######## design 1 ########
## src/rtl/fifo_rr_arbiter.sv

```systemverilog
// rtl/fifo_rr_arbiter.sv - round-robin drain of four source FIFOs into one destination FIFO
// Optional per-queue pop statistics enabled by defining ARB_STATS_EN.
module fifo_rr_arbiter #(
    parameter int data_width = 10
) (
    input  logic                      clk,
    input  logic                      reset,
    input  logic [3:0]                empty_in,
    input  logic [4*data_width-1:0]   data_in,
    input  logic                      dst_almost_full,
    input  logic                      dst_full,
    output logic [3:0]                pop,
    output logic                      push,
    output logic [data_width-1:0]     data_out,
    output logic [1:0]                state,
    output logic                      error
`ifdef ARB_STATS_EN
    ,
    output logic [31:0]               pop_count
`endif
);

    localparam logic [1:0] ST_INIT   = 2'd0;
    localparam logic [1:0] ST_IDLE   = 2'd1;
    localparam logic [1:0] ST_ACTIVE = 2'd2;

    logic [1:0] r_state;
    logic [1:0] w_state_next;
    logic [3:0] r_pop;
    logic       r_push;
    logic [1:0] r_sel;
    logic [1:0] r_last_grant;
    logic       r_error;

    logic       w_pop_en;
    logic       w_grant_valid;
    logic [1:0] w_grant_idx;
    logic [1:0] w_idx;
    logic [3:0] w_pop_next;

    always_ff @(posedge clk) begin
        if (reset) begin
            r_state <= ST_INIT;
        end else begin
            r_state <= w_state_next;
        end
    end

    always_comb begin
        w_state_next = r_state;
        case (r_state)
            ST_INIT:   w_state_next = ST_IDLE;
            ST_IDLE:   if (empty_in != 4'b1111) w_state_next = ST_ACTIVE;
            ST_ACTIVE: if (empty_in == 4'b1111 && r_pop == 4'b0000) w_state_next = ST_IDLE;
            default:   w_state_next = ST_INIT;
        endcase
    end

    always_comb begin
        w_pop_en = (r_state == ST_ACTIVE) && !dst_almost_full && !dst_full;
    end

    // The queue being popped right now is skipped: its empty flag is one read stale.
    always_comb begin
        w_grant_valid = 1'b0;
        w_grant_idx   = r_last_grant;
        w_idx         = r_last_grant;
        for (int k = 1; k <= 4; k++) begin
            w_idx = r_last_grant + k[1:0];
            if (!w_grant_valid && !empty_in[w_idx] && !r_pop[w_idx]) begin
                w_grant_valid = 1'b1;
                w_grant_idx   = w_idx;
            end
        end
        w_pop_next = (w_pop_en && w_grant_valid) ? (4'b0001 << w_grant_idx) : 4'b0000;
    end

    always_ff @(posedge clk) begin
        if (reset) begin
            r_pop        <= 4'b0000;
            r_push       <= 1'b0;
            r_sel        <= 2'd0;
            r_last_grant <= 2'd3;
            r_error      <= 1'b0;
        end else begin
            r_pop  <= w_pop_next;
            r_push <= |r_pop;
            r_sel  <= r_last_grant;
            if (w_pop_next != 4'b0000) begin
                r_last_grant <= w_grant_idx;
            end
            if (r_push && dst_full) begin
                r_error <= 1'b1;
            end
        end
    end

`ifdef ARB_STATS_EN
    logic [3:0][7:0] r_pop_count;

    always_ff @(posedge clk) begin
        if (reset) begin
            r_pop_count <= '0;
        end else begin
            for (int i = 0; i < 4; i++) begin
                if (r_pop[i] && r_pop_count[i] != 8'hff) begin
                    r_pop_count[i] <= r_pop_count[i] + 8'd1;
                end
            end
        end
    end

    assign pop_count = r_pop_count;
`endif

    // Source data arrives the cycle after pop, so the word is muxed from the delayed grant.
    assign data_out = r_push ? data_in[int'(r_sel)*data_width +: data_width] : '0;
    assign pop      = r_pop;
    assign push     = r_push;
    assign state    = r_state;
    assign error    = r_error;

endmodule

```

## config.mk

```make
export PLATFORM = sky130hd
export DESIGN_NAME = fifo_rr_arbiter
export DESIGN_NICKNAME = d
export VERILOG_FILES = /design/src/rtl/fifo_rr_arbiter.sv
export SDC_FILE = /design/constraint.sdc
export NUM_CORES = 1
export LEC_CHECK = 0
export CORE_UTILIZATION = 32
export DETAILED_ROUTE_END_ITERATION = 7
export MAX_ROUTING_LAYER = met4
export PLACE_DENSITY_LB_ADDON = 0.3
export SKIP_LAST_GASP = 1
export SYNTH_ARGS = -nofsm -noshare
export SYNTH_HDL_FRONTEND = slang
export SYNTH_SLANG_ARGS = --single-unit
```

## constraint.sdc

```tcl
create_clock -name clk -period 2.23 [get_ports clk]
set_clock_uncertainty 0.05 [all_clocks]
set_input_delay 0.446 -clock clk [delete_from_list [all_inputs] [get_ports clk]]
set_output_delay 0.446 -clock clk [all_outputs]
set_load 0.03 [all_outputs]
```

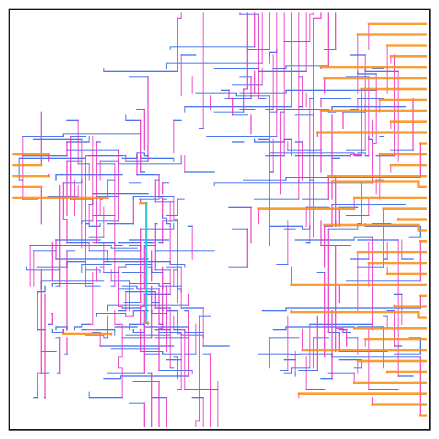
Fig. 1. Routed metal, one color a layer (design 1).
Scale: 8 px per um.
Key: M2 = magenta [wire length 1190 um]; M3 = orange [wire length 346 um]; M1 = blue [wire length 966 um]; M4 = cyan [wire length 15.0 um]
total global-route track usage: 0.1876
number of vias in the routed layout: 923

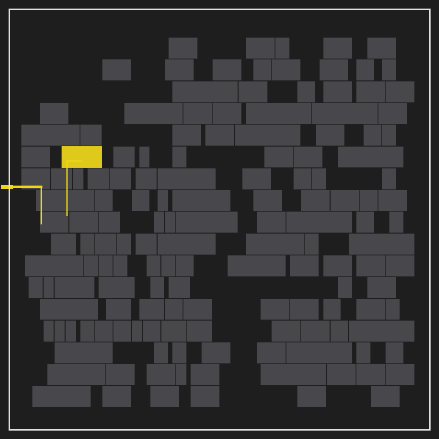
Fig. 2. Wires at chosen ports, followed through buffers (design 1).
Scale: 8 px per um.
Key: dst_almost_full = yellow [bits 1, direction input, end cells 1, buffers 1, wire 16.7 um]
top-level I/O count: 66
quantity of I/O buffers inserted on ports: 65

==> summary.txt <==
Results of the full flow below.

Worst setup path:
- For reference, the critical path cell chain is clkdlybuf4s50_1 -> mux4_2 -> and2_1 -> buf_2.
- The run gives the worst reg-to-reg path cell count as 4.
- The run gives the kind of end point of the critical path as an output port.
- The run gives the startpoint of the lowest-slack register-to-register path as state[0].
- The run gives the maximum net fanout on the critical path as 1.
- Per STA, the worst path accumulates the most delay in the family buffers and inverters.
- The run gives the beginning of the critical path as data_in[36].
- The longest incremental delay of any stage on the critical path is reported as between 0.4 and 0.5 ns.
- Setup slack on the worst reg-to-reg path comes out at between 0.4 and 0.5 ns.
- The run gives the required time reported for the critical path endpoint as 1.73 ns.
- The STA report counts the stages on the worst setup path as 4.

Final layout:
- The run gives the number of clock buffers in the layout as 4.
- The run puts the non-filler instance count after layout at 177.
- The run gives the fraction of area in multi-input gates as 0.3621.
- In the final layout, the multi-input gates occupy between 500 and 600 sq um.
- In the finished design the tool counted flip-flops and latches totalling 12.
- The run gives the inverter count as 1.
- The plain and repair buffers instantiated in the layout total around 69.
- Per the cell usage report, the commonest logic cells after layout are 55 x clkdlybuf4s50_1, 11 x dfxtp_1.
- The run gives the most used logic cell in the final layout as clkdlybuf4s50_1.

Power:
- The run puts the internal power at approximately 0.46 mW.
- The run puts the sequential power at 0.232 mW.
- The run gives the leakage power of the design as about 0.60 nW.
- The run gives the power dissipated in the clock network as ~0.16 mW.
- Of the total power, registers draw 0.389.
- The dominant power group in this design is sequential cells.
- The run gives the portion of total power attributed to the clock network as 0.275.

Hold path:
- Note that the worst hold path type here is reg -> reg.
- The launch point of the worst min-delay path is recorded as error.

Clock network:
- The run puts the hold-fix buffer count after cts at 0.
- The run gives the post-CTS setup buffer count as 0.
- The run puts the post-cts resize count at ~42.
- The tree is rooted in a clkbuf_4.
- In this run the number of H-tree levels came out at 1.

GRT:
- The run gives the global-route track usage on met2 as 0.3460.
- The run puts the initial antenna violation count at 0.
- The run gives the largest net degree at the start of global routing as 13.
- The run puts the met1 routing resource usage after global routing at 0.2007.
- The run gives the via count of the first global-routing pass as roughly 900.
- The run puts the total grt overflow at 0.
- The run puts the first-pass GRT wire length at 3774 um.
- The global routing report lists met3 layer usage as 0.06087.

Timing:
- The run puts the hold violation total from the final report at 0.
- The run puts the final number of setup-violating endpoints at 0.
- The run gives the number of pins exceeding their max-slew limit in the final report as 0.
- The run puts the worst hold margin at around 0.43 ns.
- The run gives the final clock period utilization by the worst path as 0.9648.

Outcome:
- The flow ran to the end, and the final reports show no timing, DRC or antenna violations.

Floorplan:
- The run gives the width of the chip as 52.38 um.
- The run puts the number of rows in the core area at 17.
- The run gives the floorplan utilization as 0.3535.
- The run puts the chip area at about 0.0027 sq mm.

Yosys:
- The run gives the largest family of logic cells by area as multiplexers.
- By area the synthesized netlist is led by dfxtp_1 30%, mux4_2 28%, and2_1 7.7%.
- Looking at the cell usage after synthesis, the top flip-flop cell is dfxtp_1.
- The run gives the yosys stat chip area as about 810 sq um.
- Measured against the total synthesized area, the mux share comes to 0.2773.

Drt:
- The run gives the routed metal-1 wire length as a little under 1000 um.
- Routed signal wires occupy layers up through met4.
- The run gives the number of antenna-violating nets in the routed design as 0.

Placed design:
- Once placement finished, the instance area stood at around 0.0015 sq mm.

######## design 2 ########
==> src/rtl/if_fetch.sv <==
// Instruction fetch stage: issues word-aligned fetches to instruction memory,
// buffers responses in a small queue, and presents one instruction per cycle
// to the IF/ID register with stall and redirect (branch) handling.
// Optional build macro: IF_PREFETCH_BUF_EN -- deepens the response queue from
// 1 to 2 entries so fetching runs one extra response ahead of a stalled decode.
module if_fetch #(
  parameter logic [31:0] RESET_PC = 32'h0000_0000
) (
  input  logic        clk_i,
  input  logic        rst_i,
  input  logic        stall_i,
  input  logic        redirect_i,
  input  logic [31:0] redirect_pc_i,
  output logic        imem_req_o,
  output logic [31:0] imem_addr_o,
  input  logic        imem_ack_i,
  input  logic [31:0] imem_rdata_i,
  output logic [31:0] pc_o,
  output logic [31:0] pcplus4_o,
  output logic [31:0] instruction_o,
  output logic        valid_o
);

`ifdef IF_PREFETCH_BUF_EN
  localparam logic [1:0] QL = 2'd2;
`else
  localparam logic [1:0] QL = 2'd1;
`endif
  localparam logic [31:0] RESET_PC_A = RESET_PC & 32'hFFFF_FFFC;

  typedef enum logic [1:0] {IDLE = 2'd0, WAIT = 2'd1, DROP = 2'd2} state_t;

  state_t      r_state;
  logic        r_req;
  logic [31:0] r_fetch_pc;
  logic [31:0] r_addr;
  logic [1:0]  r_cnt;
  logic [31:0] r_qpc  [2];
  logic [31:0] r_qins [2];
  logic        r_valid;
  logic [31:0] r_pc, r_pc4, r_ins;

  logic       w_ack, w_load, w_pop, w_byp, w_push, w_widx;
  logic [1:0] w_cnt_nxt;

  // Only acks for a live (non-killed) request carry a usable instruction.
  assign w_ack     = (r_state == WAIT) && imem_ack_i;
  assign w_load    = !r_valid || !stall_i;
  assign w_pop     = w_load && (r_cnt != 2'd0);
  assign w_byp     = w_load && (r_cnt == 2'd0) && w_ack;
  assign w_push    = w_ack && !w_byp;
  assign w_cnt_nxt = r_cnt - {1'b0, w_pop} + {1'b0, w_push};
  // Write slot = count after the pop: 2->1, 1->0 (popped) or 1 (kept), 0->0.
  assign w_widx    = r_cnt[1] | (r_cnt[0] & ~w_pop);

  assign imem_req_o    = r_req;
  assign imem_addr_o   = r_addr;
  assign valid_o       = r_valid;
  assign pc_o          = r_pc;
  assign pcplus4_o     = r_pc4;
  assign instruction_o = r_ins;

  // Request FSM: issue while the queue has room, kill on redirect, and keep a
  // killed request's address on the bus until memory acknowledges it.
  always_ff @(posedge clk_i) begin
    if (rst_i) begin
      r_state    <= IDLE;
      r_req      <= 1'b0;
      r_fetch_pc <= RESET_PC_A;
      r_addr     <= RESET_PC_A;
    end else if (redirect_i) begin
      r_fetch_pc <= redirect_pc_i & 32'hFFFF_FFFC;
      if (r_state == IDLE || imem_ack_i) begin
        r_state <= IDLE;
        r_req   <= 1'b0;
      end else begin
        r_state <= DROP;
        r_req   <= 1'b1;
      end
    end else begin
      case (r_state)
        IDLE: if (r_cnt < QL) begin
          r_state <= WAIT;
          r_req   <= 1'b1;
          r_addr  <= r_fetch_pc;
        end
        WAIT: if (imem_ack_i) begin
          r_fetch_pc <= r_fetch_pc + 32'd4;
          r_addr     <= r_fetch_pc + 32'd4;
          if (w_cnt_nxt >= QL) begin
            r_state <= IDLE;
            r_req   <= 1'b0;
          end
        end
        DROP: if (imem_ack_i) begin
          r_state <= IDLE;
          r_req   <= 1'b0;
        end
        default: begin
          r_state <= IDLE;
          r_req   <= 1'b0;
        end
      endcase
    end
  end

  // Response queue: head at slot 0, shift on pop, write behind the survivors.
  always_ff @(posedge clk_i) begin
    if (rst_i || redirect_i) begin
      r_cnt <= 2'd0;
    end else begin
      if (w_pop) begin
        r_qpc[0]  <= r_qpc[1];
        r_qins[0] <= r_qins[1];
      end
      if (w_push) begin
        r_qpc[w_widx]  <= r_fetch_pc;
        r_qins[w_widx] <= imem_rdata_i;
      end
      r_cnt <= w_cnt_nxt;
    end
  end

  // Output register: queue head first, else same-cycle bypass, else bubble.
  always_ff @(posedge clk_i) begin
    if (rst_i || redirect_i) begin
      r_valid <= 1'b0;
      r_pc    <= 32'd0;
      r_pc4   <= 32'd0;
      r_ins   <= 32'd0;
    end else if (w_load) begin
      if (w_pop) begin
        r_valid <= 1'b1;
        r_pc    <= r_qpc[0];
        r_pc4   <= r_qpc[0] + 32'd4;
        r_ins   <= r_qins[0];
      end else if (w_byp) begin
        r_valid <= 1'b1;
        r_pc    <= r_fetch_pc;
        r_pc4   <= r_fetch_pc + 32'd4;
        r_ins   <= imem_rdata_i;
      end else begin
        r_valid <= 1'b0;
        r_pc    <= 32'd0;
        r_pc4   <= 32'd0;
        r_ins   <= 32'd0;
      end
    end
  end

endmodule

==> config.mk <==
export PLATFORM = sky130hd
export DESIGN_NAME = if_fetch
export DESIGN_NICKNAME = d
export VERILOG_FILES = /design/src/rtl/if_fetch.sv
export SDC_FILE = /design/constraint.sdc
export NUM_CORES = 1
export LEC_CHECK = 0
export CORE_MARGIN = 2
export CORE_UTILIZATION = 45
export CTS_CLUSTER_SIZE = 25
export DETAILED_ROUTE_END_ITERATION = 7
export PLACE_DENSITY = 0.68
export SLEW_MARGIN = 5
export SYNTH_ARGS = -nofsm -noshare
export SYNTH_HDL_FRONTEND = slang
export SYNTH_SLANG_ARGS = --single-unit
==> constraint.sdc <==
create_clock -name clk_i -period 8.34 [get_ports clk_i]
set_clock_uncertainty 0.05 [all_clocks]
set_input_delay 1.668 -clock clk_i [delete_from_list [all_inputs] [get_ports clk_i]]
set_output_delay 1.668 -clock clk_i [all_outputs]
set_load 0.05 [all_outputs]
==> summary.txt <==
Results of the full flow below.

Outcome:
- The flow ran to the end, and the final reports show no timing, DRC or antenna violations.

GRT:
- Entering global routing, the biggest net connects slightly above 100 pins.

Worst setup path:
- Per the timing report, the most critical flop-to-flop path finishes at pcplus4_o[29].
- The capture point of the critical path was reported as r_qins[0][22].

Timing:
- Summed over all failing endpoints, the final setup total negative slack is 0 ns.
- Per the final report, max-transition violations number 0.
- For the pin with the worst max-slew slack, the measured transition is approximately 1.2 ns.

Clock network:
- Clock tree synthesis selected as its root buffer the cell clkbuf_16.
- CTS built an H-tree with a depth of 1.

Drt:
- The run gives the routed metal-1 wire length as roughly 16000 um.

Yosys:
- After synthesis, the cell types taking the most area are edfxtp_1 29%, dfxtp_1 24%, mux2_2 5.4%.
- The run puts the yosys stat chip area at between 0.01 and 0.015 sq mm.
- The run gives the post-synthesis cell count as between 1000 and 1500.

Power:
- Summed over all nets, the switching power comes to 0.7532 mW.
- The run gives the portion of total power attributed to the clock network as 0.415.
- The run puts the internal power at between 2 and 2.5 mW.

Floorplan:
- The die is 174.3 um tall.

Final layout:
- There are approximately 280 flip-flops and latches.

Placed design:
- The run gives the routability congestion estimate from global placement as roughly 0.85.

Hold path:
- Looking at the hold checks, the worst path lands on pcplus4_o[4].
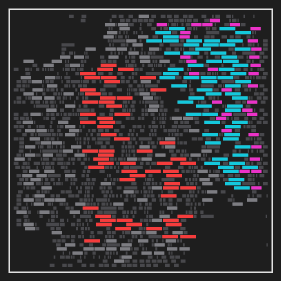
Fig. 3. Sequential cells colored by netlist name (design 2).
Scale: 1.5 px per um. Other sequential cells in the stronger gray, the rest of the logic in the fainter gray.
Key: instruction_o = magenta [placed flops 32]; r_qpc = red [placed flops 60]; r_qins = cyan [placed flops 64]
Another 126 sequential cells are not colored.
share of the final layout cell area in sequential cells: 0.4333
footprint of the flip-flops and latches: 0.006887 sq mm
post-layout utilization of the core: 0.5553

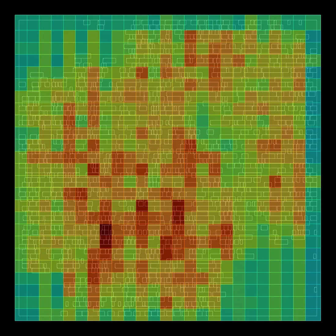
Fig. 4. Congestion heat map (design 2).
global routing met2 resource utilization: 0.3474
wire per inst: 20.17 um

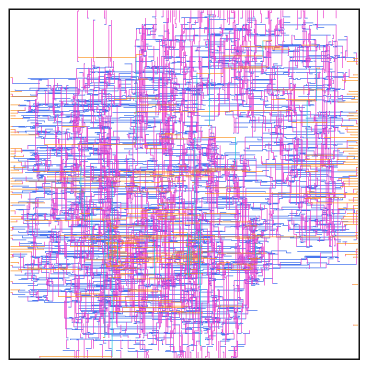
Fig. 5. Routed metal, one color a layer (design 2).
Scale: 2 px per um.
Key: M2 = magenta [wire length 15900 um]; M4 = cyan [wire length 608 um]; M3 = orange [wire length 3000 um]; M1 = blue [wire length 16200 um]
routed wire length: 35730 um
number of vias in the routed layout: 10330
total global-route track usage: 0.2255



==> gallery <==
I/O pins on the die edge.
Plate I
Scale: 6 px per um. Pins as bars across the die edge, other pins in gray.
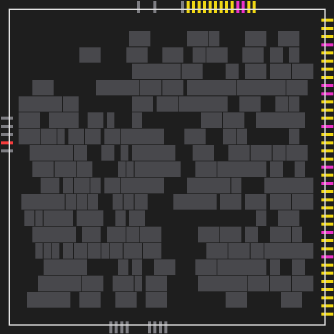
Plate II
Scale: 1.5 px per um. Pins as bars across the die edge, other pins in gray.
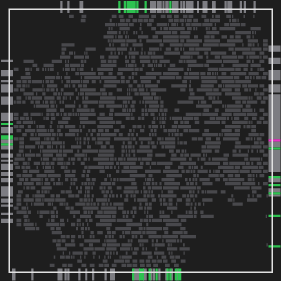
- Plate I = design 1
- Plate II = design 2
The one with the largest die is Plate II.

Power figures rest on the tool's default switching activity, not on a simulated workload.
